# ---- block 1 ----
**Block 1: power grid**

(3 px per um) Pins as bars on the die edge.
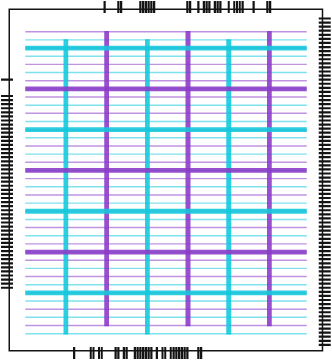
**Block 1: routing congestion map**

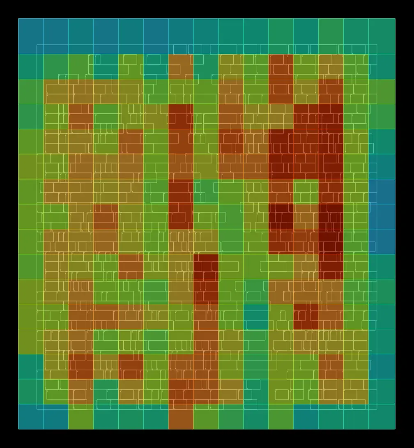
File: src/rtl/ysyx_22041405_wbu_pkg.sv
// Shared constants for the write-back stage: load funct3 codes, FSM encoding, x0 sink.
package ysyx_22041405_wbu_pkg;

  localparam logic [2:0] LB  = 3'b000;
  localparam logic [2:0] LH  = 3'b001;
  localparam logic [2:0] LW  = 3'b010;
  localparam logic [2:0] LBU = 3'b100;
  localparam logic [2:0] LHU = 3'b101;

  localparam logic [4:0] ZERO_REG = 5'd0;

  typedef enum logic {
    IDLE     = 1'b0,
    WAIT_MEM = 1'b1
  } wbu_state_e;

endpackage

File: src/rtl/ysyx_22041405_load_ext.sv
// Load data extraction: selects byte/half/word from an aligned word and extends it.
// Purely combinational; err flags misaligned accesses and unknown funct3 (data forced 0).
module ysyx_22041405_load_ext
  import ysyx_22041405_wbu_pkg::*;
#(
  parameter int DATA_WIDTH = 32
) (
  input  logic [2:0]            load_op,
  input  logic [1:0]            addr_lo,
  input  logic [DATA_WIDTH-1:0] raw,
  output logic [DATA_WIDTH-1:0] data,
  output logic                  err
);

  logic [7:0]  byte_sel;
  logic [15:0] half_sel;

  always_comb begin
    byte_sel = raw[7:0];
    case (addr_lo)
      2'd0: byte_sel = raw[7:0];
      2'd1: byte_sel = raw[15:8];
      2'd2: byte_sel = raw[23:16];
      2'd3: byte_sel = raw[31:24];
      default: byte_sel = raw[7:0];
    endcase
    half_sel = addr_lo[1] ? raw[31:16] : raw[15:0];
  end

  always_comb begin
    data = '0;
    err  = 1'b0;
    case (load_op)
      LB:  data = {{(DATA_WIDTH-8){byte_sel[7]}}, byte_sel};
      LBU: data = {{(DATA_WIDTH-8){1'b0}}, byte_sel};
      LH:  begin
        err  = addr_lo[0];
        data = {{(DATA_WIDTH-16){half_sel[15]}}, half_sel};
      end
      LHU: begin
        err  = addr_lo[0];
        data = {{(DATA_WIDTH-16){1'b0}}, half_sel};
      end
      LW:  begin
        err  = (addr_lo != 2'd0);
        data = raw;
      end
      default: err = 1'b1;
    endcase
    if (err) data = '0;
  end

endmodule

File: src/rtl/ysyx_22041405_wbu.sv
// Write-back stage: retires one non-load per cycle, loads commit the cycle after mem_rvalid.
// All outputs registered and zero when idle (the register file writes every clock, x0 absorbs it).
module ysyx_22041405_wbu
  import ysyx_22041405_wbu_pkg::*;
#(
  parameter int DATA_WIDTH = 32,
  parameter int ADDR_WIDTH = 5
) (
  input  logic                  clk,
  input  logic                  rst,
  input  logic                  in_valid,
  output logic                  in_ready,
  input  logic [ADDR_WIDTH-1:0] in_rd,
  input  logic                  in_rd_wen,
  input  logic                  in_is_load,
  input  logic [2:0]            in_load_op,
  input  logic [1:0]            in_addr_lo,
  input  logic [DATA_WIDTH-1:0] in_result,
  input  logic [DATA_WIDTH-1:0] in_pc,
  input  logic                  mem_rvalid,
  input  logic [DATA_WIDTH-1:0] mem_rdata,
  output logic [ADDR_WIDTH-1:0] rf_waddr,
  output logic [DATA_WIDTH-1:0] rf_wdata,
  output logic                  commit_valid,
  output logic [DATA_WIDTH-1:0] commit_pc,
  output logic                  load_err
);

  localparam logic [ADDR_WIDTH-1:0] RD_ZERO = ADDR_WIDTH'(ZERO_REG);

  wbu_state_e state, state_nxt;

  logic [ADDR_WIDTH-1:0] hold_rd;
  logic                  hold_wen;
  logic [2:0]            hold_op;
  logic [1:0]            hold_addr_lo;
  logic [DATA_WIDTH-1:0] hold_pc;

  logic [DATA_WIDTH-1:0] ext_data;
  logic                  ext_err;

  logic [ADDR_WIDTH-1:0] waddr_nxt;
  logic [DATA_WIDTH-1:0] wdata_nxt;
  logic                  commit_nxt;
  logic [DATA_WIDTH-1:0] pc_nxt;
  logic                  err_nxt;
  logic                  load_accept;

  assign in_ready    = (state == IDLE) && !rst;
  assign load_accept = in_valid && in_ready && in_is_load;

  ysyx_22041405_load_ext #(.DATA_WIDTH(DATA_WIDTH)) u_load_ext (
    .load_op (hold_op),
    .addr_lo (hold_addr_lo),
    .raw     (mem_rdata),
    .data    (ext_data),
    .err     (ext_err)
  );

  always_comb begin
    state_nxt  = state;
    waddr_nxt  = RD_ZERO;
    wdata_nxt  = '0;
    commit_nxt = 1'b0;
    pc_nxt     = '0;
    err_nxt    = 1'b0;
    case (state)
      IDLE: begin
        if (in_valid && in_ready) begin
          if (in_is_load) begin
            state_nxt = WAIT_MEM;
          end else begin
            commit_nxt = 1'b1;
            pc_nxt     = in_pc;
            // rd=x0 still gets zero data so the sink write is deterministic
            if (in_rd_wen && in_rd != RD_ZERO) begin
              waddr_nxt = in_rd;
              wdata_nxt = in_result;
            end
          end
        end
      end
      WAIT_MEM: begin
        if (mem_rvalid) begin
          state_nxt  = IDLE;
          commit_nxt = 1'b1;
          pc_nxt     = hold_pc;
          err_nxt    = ext_err;
          if (!ext_err && hold_wen && hold_rd != RD_ZERO) begin
            waddr_nxt = hold_rd;
            wdata_nxt = ext_data;
          end
        end
      end
      default: state_nxt = IDLE;
    endcase
  end

  always_ff @(posedge clk) begin
    if (rst) begin
      state        <= IDLE;
      rf_waddr     <= RD_ZERO;
      rf_wdata     <= '0;
      commit_valid <= 1'b0;
      commit_pc    <= '0;
      load_err     <= 1'b0;
      hold_rd      <= RD_ZERO;
      hold_wen     <= 1'b0;
      hold_op      <= 3'b000;
      hold_addr_lo <= 2'b00;
      hold_pc      <= '0;
    end else begin
      state        <= state_nxt;
      rf_waddr     <= waddr_nxt;
      rf_wdata     <= wdata_nxt;
      commit_valid <= commit_nxt;
      commit_pc    <= pc_nxt;
      load_err     <= err_nxt;
      if (load_accept) begin
        hold_rd      <= in_rd;
        hold_wen     <= in_rd_wen;
        hold_op      <= in_load_op;
        hold_addr_lo <= in_addr_lo;
        hold_pc      <= in_pc;
      end
    end
  end

endmodule

File: config.mk
export PLATFORM = sky130hd
export DESIGN_NAME = ysyx_22041405_wbu
export DESIGN_NICKNAME = d
export VERILOG_FILES = /design/src/rtl/ysyx_22041405_wbu_pkg.sv /design/src/rtl/ysyx_22041405_load_ext.sv /design/src/rtl/ysyx_22041405_wbu.sv
export SDC_FILE = /design/constraint.sdc
export NUM_CORES = 1
export LEC_CHECK = 0
export CAP_MARGIN = 20
export CORE_ASPECT_RATIO = 1.1
export CORE_MARGIN = 5
export CORE_UTILIZATION = 47
export DETAILED_ROUTE_END_ITERATION = 16
export PLACE_DENSITY = 0.86
export SLEW_MARGIN = 30
export SYNTH_ARGS = -nofsm -noshare
export SYNTH_HDL_FRONTEND = slang
export SYNTH_HIERARCHICAL = 1
export SYNTH_SLANG_ARGS = --single-unit
File: constraint.sdc
create_clock -name clk -period 4.67 [get_ports clk]
set_clock_uncertainty 0.15 [all_clocks]
set_input_delay 1.1675 -clock clk [delete_from_list [all_inputs] [get_ports clk]]
set_output_delay 1.1675 -clock clk [all_outputs]
set_load 0.01 [all_outputs]
==> results.txt <==
Implementation progress

The initial antenna violation count came to 0. The count of nets after finishing stands at roughly 760. The power of the combinational group stands at ~280 uW.

When the netlist entered floorplanning its net count stood at about 600. The sink count of the clock tree stands at 115. The stage-log warning count stands at 26.

The post-synth design cell area stands at 0.00456 mm^2. The yosys stat cell total stands at 481. The script extracted a net switching power of 590 uW.

The flow ran to the end, and the final reports show no timing, DRC or antenna violations. The detailed-route DRC error count stands at 0. The combined flip-flop and latch cell area stands at 0.00230 mm^2. The required time at the endpoint of the critical path stands at 3.35 ns.

The post-route worst hold slack stands at 0.303 ns. Total power for the finished layout comes to 2.60 mW. The capture point of the worst register-to-register path is recorded as rf_wdata[6]. The finished cells cover 0.00699 mm^2. STA puts the critical path data arrival time at 2.21 ns. Yosys mapped the design onto 39 distinct sky130hd cell types. Setup slack on the worst reg-to-reg path comes out at 1.76 ns.

The count of state elements after synthesis stands at 115.
Notes on 'power grid' of block 1 above:
| colour | net |
|---|---|
| purple | VDD |
| cyan | VSS |
met1 rails: 38
rows: 37
met5 straps: 7
Die Span Y: 113 um
Die Wd: 104 um
Max VDD drop: 0.000266 V
Core Footprint: 0.00944 mm^2

Notes on 'routing congestion map' of block 1 above:
met2 track utilization from global routing: 0.391
global-route track usage on met1: 0.285
met3 usage in global routing: 0.107
wire length per cell after detailed routing: 19.1 um
GRT Total Usage: 0.243


# ---- block 2 ----
**Block 2: placed cells, one colour a class**

(6 px per um) Fill, decap, tap and diode cells in grey.
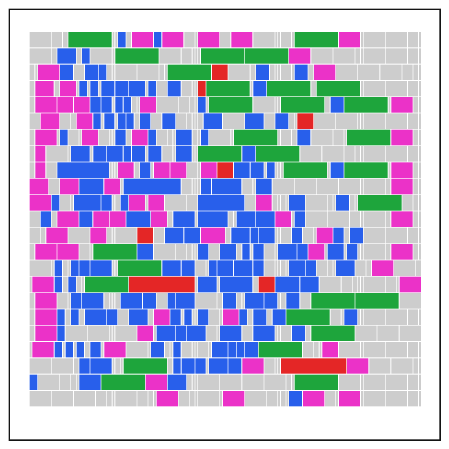
File: src/rtl/mips_ctrl_pkg.sv
// Shared encodings and the decoded control bundle for the MIPS control pipeline.
// Used by ctrl_decode and ctrl_pipe; forwarding is enabled with CTRL_PIPE_FWD_EN.
package mips_ctrl_pkg;

    localparam logic [5:0] OP_RTYPE = 6'b000000;
    localparam logic [5:0] OP_J     = 6'b000010;
    localparam logic [5:0] OP_JAL   = 6'b000011;
    localparam logic [5:0] OP_BEQ   = 6'b000100;
    localparam logic [5:0] OP_BNE   = 6'b000101;
    localparam logic [5:0] OP_ADDI  = 6'b001000;
    localparam logic [5:0] OP_SLTI  = 6'b001010;
    localparam logic [5:0] OP_ANDI  = 6'b001100;
    localparam logic [5:0] OP_ORI   = 6'b001101;
    localparam logic [5:0] OP_XORI  = 6'b001110;
    localparam logic [5:0] OP_LUI   = 6'b001111;
    localparam logic [5:0] OP_LW    = 6'b100011;
    localparam logic [5:0] OP_SW    = 6'b101011;

    typedef enum logic [1:0] {
        PC_PLUS4  = 2'b00,
        PC_BRANCH = 2'b01,
        PC_JUMP   = 2'b10
    } pc_src_e;

    typedef enum logic [1:0] {
        ALU_ADD   = 2'b00,
        ALU_FUNCT = 2'b10,
        ALU_LUI   = 2'b11
    } alu_op_e;

    typedef enum logic [1:0] {
        FWD_REG   = 2'b00,
        FWD_MEMWB = 2'b01,
        FWD_EXMEM = 2'b10
    } fwd_e;

    typedef enum logic [1:0] {
        DST_NONE = 2'b00,
        DST_RT   = 2'b01,
        DST_RD   = 2'b10,
        DST_LINK = 2'b11
    } dst_sel_e;

    typedef struct packed {
        logic     reg_write;
        logic     mem_to_reg;
        logic     mem_read;
        logic     mem_write;
        logic     alu_src_b;
        logic     imm_command;
        alu_op_e  alu_op;
        logic     link;
        dst_sel_e dst_sel;
        logic     uses_rs;
        logic     uses_rt;
        logic     is_branch;
        logic     is_bne;
        logic     is_jump;
    } ctrl_bundle_t;

    function automatic ctrl_bundle_t bubble_bundle();
        ctrl_bundle_t b;
        b.reg_write   = 1'b0;
        b.mem_to_reg  = 1'b0;
        b.mem_read    = 1'b0;
        b.mem_write   = 1'b0;
        b.alu_src_b   = 1'b0;
        b.imm_command = 1'b0;
        b.alu_op      = ALU_ADD;
        b.link        = 1'b0;
        b.dst_sel     = DST_NONE;
        b.uses_rs     = 1'b0;
        b.uses_rt     = 1'b0;
        b.is_branch   = 1'b0;
        b.is_bne      = 1'b0;
        b.is_jump     = 1'b0;
        return b;
    endfunction

endpackage

File: src/rtl/ctrl_decode.sv
// Purely combinational opcode-to-control-bundle decoder for the ID stage.
// Unknown opcodes and invalid slots decode to an all-zero bubble.
module ctrl_decode
    import mips_ctrl_pkg::*;
(
    input  logic         valid,
    input  logic [5:0]   opcode,
    output ctrl_bundle_t bundle
);

    always_comb begin
        bundle = bubble_bundle();
        if (valid) begin
            case (opcode)
                OP_LW: begin
                    bundle.reg_write  = 1'b1;
                    bundle.mem_to_reg = 1'b1;
                    bundle.mem_read   = 1'b1;
                    bundle.alu_src_b  = 1'b1;
                    bundle.dst_sel    = DST_RT;
                    bundle.uses_rs    = 1'b1;
                end
                OP_SW: begin
                    bundle.mem_write = 1'b1;
                    bundle.alu_src_b = 1'b1;
                    bundle.uses_rs   = 1'b1;
                    bundle.uses_rt   = 1'b1;
                end
                OP_BEQ, OP_BNE: begin
                    bundle.is_branch = 1'b1;
                    bundle.is_bne    = (opcode == OP_BNE);
                    bundle.uses_rs   = 1'b1;
                    bundle.uses_rt   = 1'b1;
                end
                OP_RTYPE: begin
                    bundle.reg_write = 1'b1;
                    bundle.alu_op    = ALU_FUNCT;
                    bundle.dst_sel   = DST_RD;
                    bundle.uses_rs   = 1'b1;
                    bundle.uses_rt   = 1'b1;
                end
                OP_J: begin
                    bundle.is_jump = 1'b1;
                end
                OP_JAL: begin
                    bundle.is_jump   = 1'b1;
                    bundle.reg_write = 1'b1;
                    bundle.link      = 1'b1;
                    bundle.dst_sel   = DST_LINK;
                end
                OP_ADDI, OP_ANDI, OP_ORI, OP_XORI, OP_SLTI: begin
                    bundle.reg_write   = 1'b1;
                    bundle.alu_src_b   = 1'b1;
                    bundle.imm_command = 1'b1;
                    bundle.alu_op      = ALU_FUNCT;
                    bundle.dst_sel     = DST_RT;
                    bundle.uses_rs     = 1'b1;
                end
                // LUI reads no register: only the immediate feeds the ALU.
                OP_LUI: begin
                    bundle.reg_write   = 1'b1;
                    bundle.alu_src_b   = 1'b1;
                    bundle.imm_command = 1'b1;
                    bundle.alu_op      = ALU_LUI;
                    bundle.dst_sel     = DST_RT;
                end
                default: begin
                    bundle = bubble_bundle();
                end
            endcase
        end
    end

endmodule

File: src/rtl/ctrl_pipe.sv
// ID/EX/MEM/WB control pipeline with branch resolution, hazard stalls and forwarding.
// Define CTRL_PIPE_FWD_EN to enable EX operand forwarding; otherwise RAW hazards stall.
module ctrl_pipe
    import mips_ctrl_pkg::*;
#(
    parameter int REG_ADDR_W = 5,
    parameter int LINK_REG   = 31
) (
    input  logic                  clk,
    input  logic                  rst,
    input  logic                  id_valid,
    input  logic [5:0]            id_opcode,
    input  logic [REG_ADDR_W-1:0] id_rs,
    input  logic [REG_ADDR_W-1:0] id_rt,
    input  logic [REG_ADDR_W-1:0] id_rd,
    input  logic                  branch_eq,
    output logic [1:0]            if_pc_source,
    output logic                  if_stall,
    output logic                  id_flush,
    output logic                  ex_alu_src_b,
    output logic                  ex_imm_command,
    output logic [1:0]            ex_alu_op,
    output logic [1:0]            ex_fwd_a,
    output logic [1:0]            ex_fwd_b,
    output logic                  mem_read,
    output logic                  mem_write,
    output logic                  wb_mem_to_reg,
    output logic                  wb_reg_write,
    output logic                  wb_link,
    output logic [REG_ADDR_W-1:0] wb_dst_reg
);

    function automatic logic hit(input logic [REG_ADDR_W-1:0] dst,
                                 input logic [REG_ADDR_W-1:0] src);
        return (dst != '0) && (dst == src);
    endfunction

    ctrl_bundle_t          dec;
    logic [REG_ADDR_W-1:0] id_dst;
    logic [REG_ADDR_W-1:0] src_rs;
    logic [REG_ADDR_W-1:0] src_rt;
    logic                  stall;
    logic                  taken;
    pc_src_e               pc_src;

    logic                  reg_write_p0, mem_to_reg_p0, mem_read_p0, mem_write_p0;
    logic                  alu_src_b_p0, imm_command_p0, link_p0;
    alu_op_e               alu_op_p0;
    logic [REG_ADDR_W-1:0] dst_p0;

    logic                  reg_write_p1, mem_to_reg_p1, mem_read_p1, mem_write_p1, link_p1;
    logic [REG_ADDR_W-1:0] dst_p1;

    logic                  reg_write_p2, mem_to_reg_p2, link_p2;
    logic [REG_ADDR_W-1:0] dst_p2;

    ctrl_decode u_decode (
        .valid  (id_valid),
        .opcode (id_opcode),
        .bundle (dec)
    );

    // ID: unused source fields are zeroed so they can never match a writer.
    assign src_rs = dec.uses_rs ? id_rs : '0;
    assign src_rt = dec.uses_rt ? id_rt : '0;

    always_comb begin
        id_dst = '0;
        case (dec.dst_sel)
            DST_RT:   id_dst = id_rt;
            DST_RD:   id_dst = id_rd;
            DST_LINK: id_dst = REG_ADDR_W'(LINK_REG);
            default:  id_dst = '0;
        endcase
    end

`ifdef CTRL_PIPE_FWD_EN
    logic load_use;
    logic branch_hazard;

    assign load_use = mem_read_p0 && (hit(dst_p0, src_rs) || hit(dst_p0, src_rt));
    // Branches compare in ID, so they must wait for any EX result and for a load in MEM.
    assign branch_hazard = dec.is_branch &&
        ((reg_write_p0 && (hit(dst_p0, src_rs) || hit(dst_p0, src_rt))) ||
         (mem_read_p1  && (hit(dst_p1, src_rs) || hit(dst_p1, src_rt))));
    assign stall = load_use || branch_hazard;
`else
    assign stall = (reg_write_p0 && (hit(dst_p0, src_rs) || hit(dst_p0, src_rt))) ||
                   (reg_write_p1 && (hit(dst_p1, src_rs) || hit(dst_p1, src_rt)));
`endif

    assign taken = dec.is_branch && (dec.is_bne ? !branch_eq : branch_eq);

    always_comb begin
        pc_src = PC_PLUS4;
        if (!stall) begin
            if (taken)            pc_src = PC_BRANCH;
            else if (dec.is_jump) pc_src = PC_JUMP;
        end
    end

    assign if_pc_source = pc_src;
    assign if_stall     = stall;
    assign id_flush     = !stall && (taken || dec.is_jump);

    // ID -> EX: a stall turns the ID/EX load into a bubble.
    always_ff @(posedge clk) begin
        if (rst || stall) begin
            reg_write_p0   <= 1'b0;
            mem_to_reg_p0  <= 1'b0;
            mem_read_p0    <= 1'b0;
            mem_write_p0   <= 1'b0;
            alu_src_b_p0   <= 1'b0;
            imm_command_p0 <= 1'b0;
            alu_op_p0      <= ALU_ADD;
            link_p0        <= 1'b0;
            dst_p0         <= '0;
        end else begin
            reg_write_p0   <= dec.reg_write;
            mem_to_reg_p0  <= dec.mem_to_reg;
            mem_read_p0    <= dec.mem_read;
            mem_write_p0   <= dec.mem_write;
            alu_src_b_p0   <= dec.alu_src_b;
            imm_command_p0 <= dec.imm_command;
            alu_op_p0      <= dec.alu_op;
            link_p0        <= dec.link;
            dst_p0         <= id_dst;
        end
    end

    // EX -> MEM -> WB: these stages keep advancing through stalls.
    always_ff @(posedge clk) begin
        if (rst) begin
            reg_write_p1  <= 1'b0;
            mem_to_reg_p1 <= 1'b0;
            mem_read_p1   <= 1'b0;
            mem_write_p1  <= 1'b0;
            link_p1       <= 1'b0;
            dst_p1        <= '0;
            reg_write_p2  <= 1'b0;
            mem_to_reg_p2 <= 1'b0;
            link_p2       <= 1'b0;
            dst_p2        <= '0;
        end else begin
            reg_write_p1  <= reg_write_p0;
            mem_to_reg_p1 <= mem_to_reg_p0;
            mem_read_p1   <= mem_read_p0;
            mem_write_p1  <= mem_write_p0;
            link_p1       <= link_p0;
            dst_p1        <= dst_p0;
            reg_write_p2  <= reg_write_p1;
            mem_to_reg_p2 <= mem_to_reg_p1;
            link_p2       <= link_p1;
            dst_p2        <= dst_p1;
        end
    end

`ifdef CTRL_PIPE_FWD_EN
    logic [REG_ADDR_W-1:0] rs_p0;
    logic [REG_ADDR_W-1:0] rt_p0;
    fwd_e                  fwd_a;
    fwd_e                  fwd_b;

    always_ff @(posedge clk) begin
        if (rst || stall) begin
            rs_p0 <= '0;
            rt_p0 <= '0;
        end else begin
            rs_p0 <= src_rs;
            rt_p0 <= src_rt;
        end
    end

    // The youngest writer (EX/MEM) wins over MEM/WB.
    always_comb begin
        fwd_a = FWD_REG;
        fwd_b = FWD_REG;
        if (reg_write_p1 && hit(dst_p1, rs_p0))      fwd_a = FWD_EXMEM;
        else if (reg_write_p2 && hit(dst_p2, rs_p0)) fwd_a = FWD_MEMWB;
        if (reg_write_p1 && hit(dst_p1, rt_p0))      fwd_b = FWD_EXMEM;
        else if (reg_write_p2 && hit(dst_p2, rt_p0)) fwd_b = FWD_MEMWB;
    end

    assign ex_fwd_a = fwd_a;
    assign ex_fwd_b = fwd_b;
`else
    assign ex_fwd_a = FWD_REG;
    assign ex_fwd_b = FWD_REG;
`endif

    assign ex_alu_src_b   = alu_src_b_p0;
    assign ex_imm_command = imm_command_p0;
    assign ex_alu_op      = alu_op_p0;
    assign mem_read       = mem_read_p1;
    assign mem_write      = mem_write_p1;
    assign wb_mem_to_reg  = mem_to_reg_p2;
    assign wb_reg_write   = reg_write_p2;
    assign wb_link        = link_p2;
    assign wb_dst_reg     = dst_p2;

endmodule

File: config.mk
export PLATFORM = sky130hd
export DESIGN_NAME = ctrl_pipe
export DESIGN_NICKNAME = d
export VERILOG_FILES = /design/src/rtl/mips_ctrl_pkg.sv /design/src/rtl/ctrl_decode.sv /design/src/rtl/ctrl_pipe.sv
export SDC_FILE = /design/constraint.sdc
export NUM_CORES = 1
export LEC_CHECK = 0
export ABC_CLOCK_PERIOD_IN_PS = 3300
export CAP_MARGIN = 30
export CORE_MARGIN = 3
export CORE_UTILIZATION = 40
export CTS_BUF_LIST = sky130_fd_sc_hd__clkbuf_4
export DETAILED_ROUTE_END_ITERATION = 12
export PLACE_DENSITY = 0.66
export SLEW_MARGIN = 40
export SYNTH_ARGS = -nofsm -noshare
export SYNTH_HDL_FRONTEND = slang
export SYNTH_SLANG_ARGS = --single-unit
File: constraint.sdc
create_clock -name clk -period 3.3 [get_ports clk]
set_input_delay 0.495 -clock clk [delete_from_list [all_inputs] [get_ports clk]]
set_output_delay 0.495 -clock clk [all_outputs]
set_load 0.01 [all_outputs]
==> results.txt <==
Implementation progress

Grouping non-sequential cells by family puts the most area in simple AND/OR/NAND/NOR gates. The registers of the reported paths see a clock transition of 0.10 ns. Power attributed to sequential cells is about 370 uW. The run finished with clean final reports. The layout report lists the clock-cell share of area as 0.0417.

The worst setup path is launched from an input port. The group that draws the most power in this run is registers. Looking at the post-CTS report, the setup buffer insertion count equals 2. The number of maximum-capacitance constraint violations stands at 0. The length of routed met2 wiring stands at about 2.0 mm.

For the worst reg-to-reg path, the startpoint reported by OpenROAD is dst_p0[3]. The final layout reports a setup TNS of 0 ns. From bottom edge to top edge, the die measures 71.6 um. The yosys synthesis chip area stands at roughly 0.0017 mm^2. The total iterations of the first detailed-routing run stands at 4.

The cell-mix breakdown from Yosys lists the XOR/XNOR area share as 0.0662. At the worst endpoint, the arrival time is around 2.7 ns. The critical path is of the in2out type.

The non-clock buffer total of the final layout stands at 69.
## Picture notes: 'placed cells, one colour a class' of block 2
| colour | class | cells |
|---|---|---|
| red | clock drivers and dummy loads | 8 |
| blue | all other logic | 158 |
| magenta | other buffers and delay cells | 69 |
| green | flip-flops | 30 |
total non-filler cell area in the finished layout: 0.00243 mm^2
Seq/total area: 0.247
Cell Rows: 23
utilization of the core after routing: 0.595



==> notes/layouts.md <==
Pictures saved along the way, in no particular order.

Clock network drawn from the DEF.
image #1
(8 px per um)
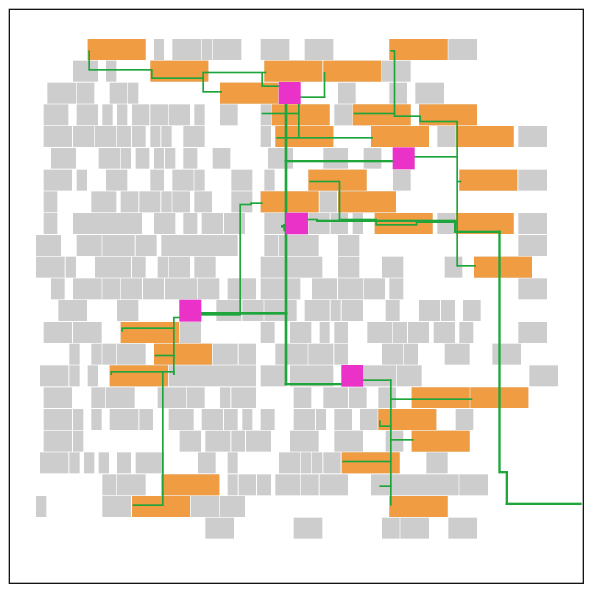
image #2
(4 px per um)
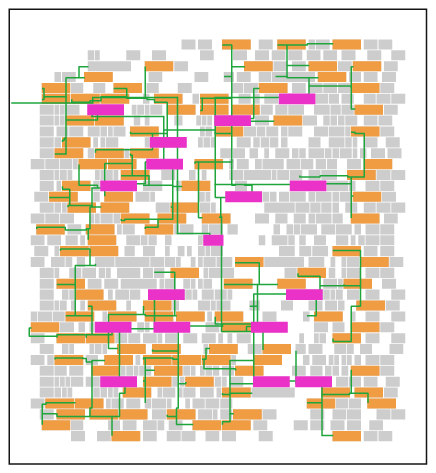
- block 2 = image #1
- block 1 = image #2
- largest die: image #2
- most sequential cells: image #2

Power and IR drop assume default switching activity.
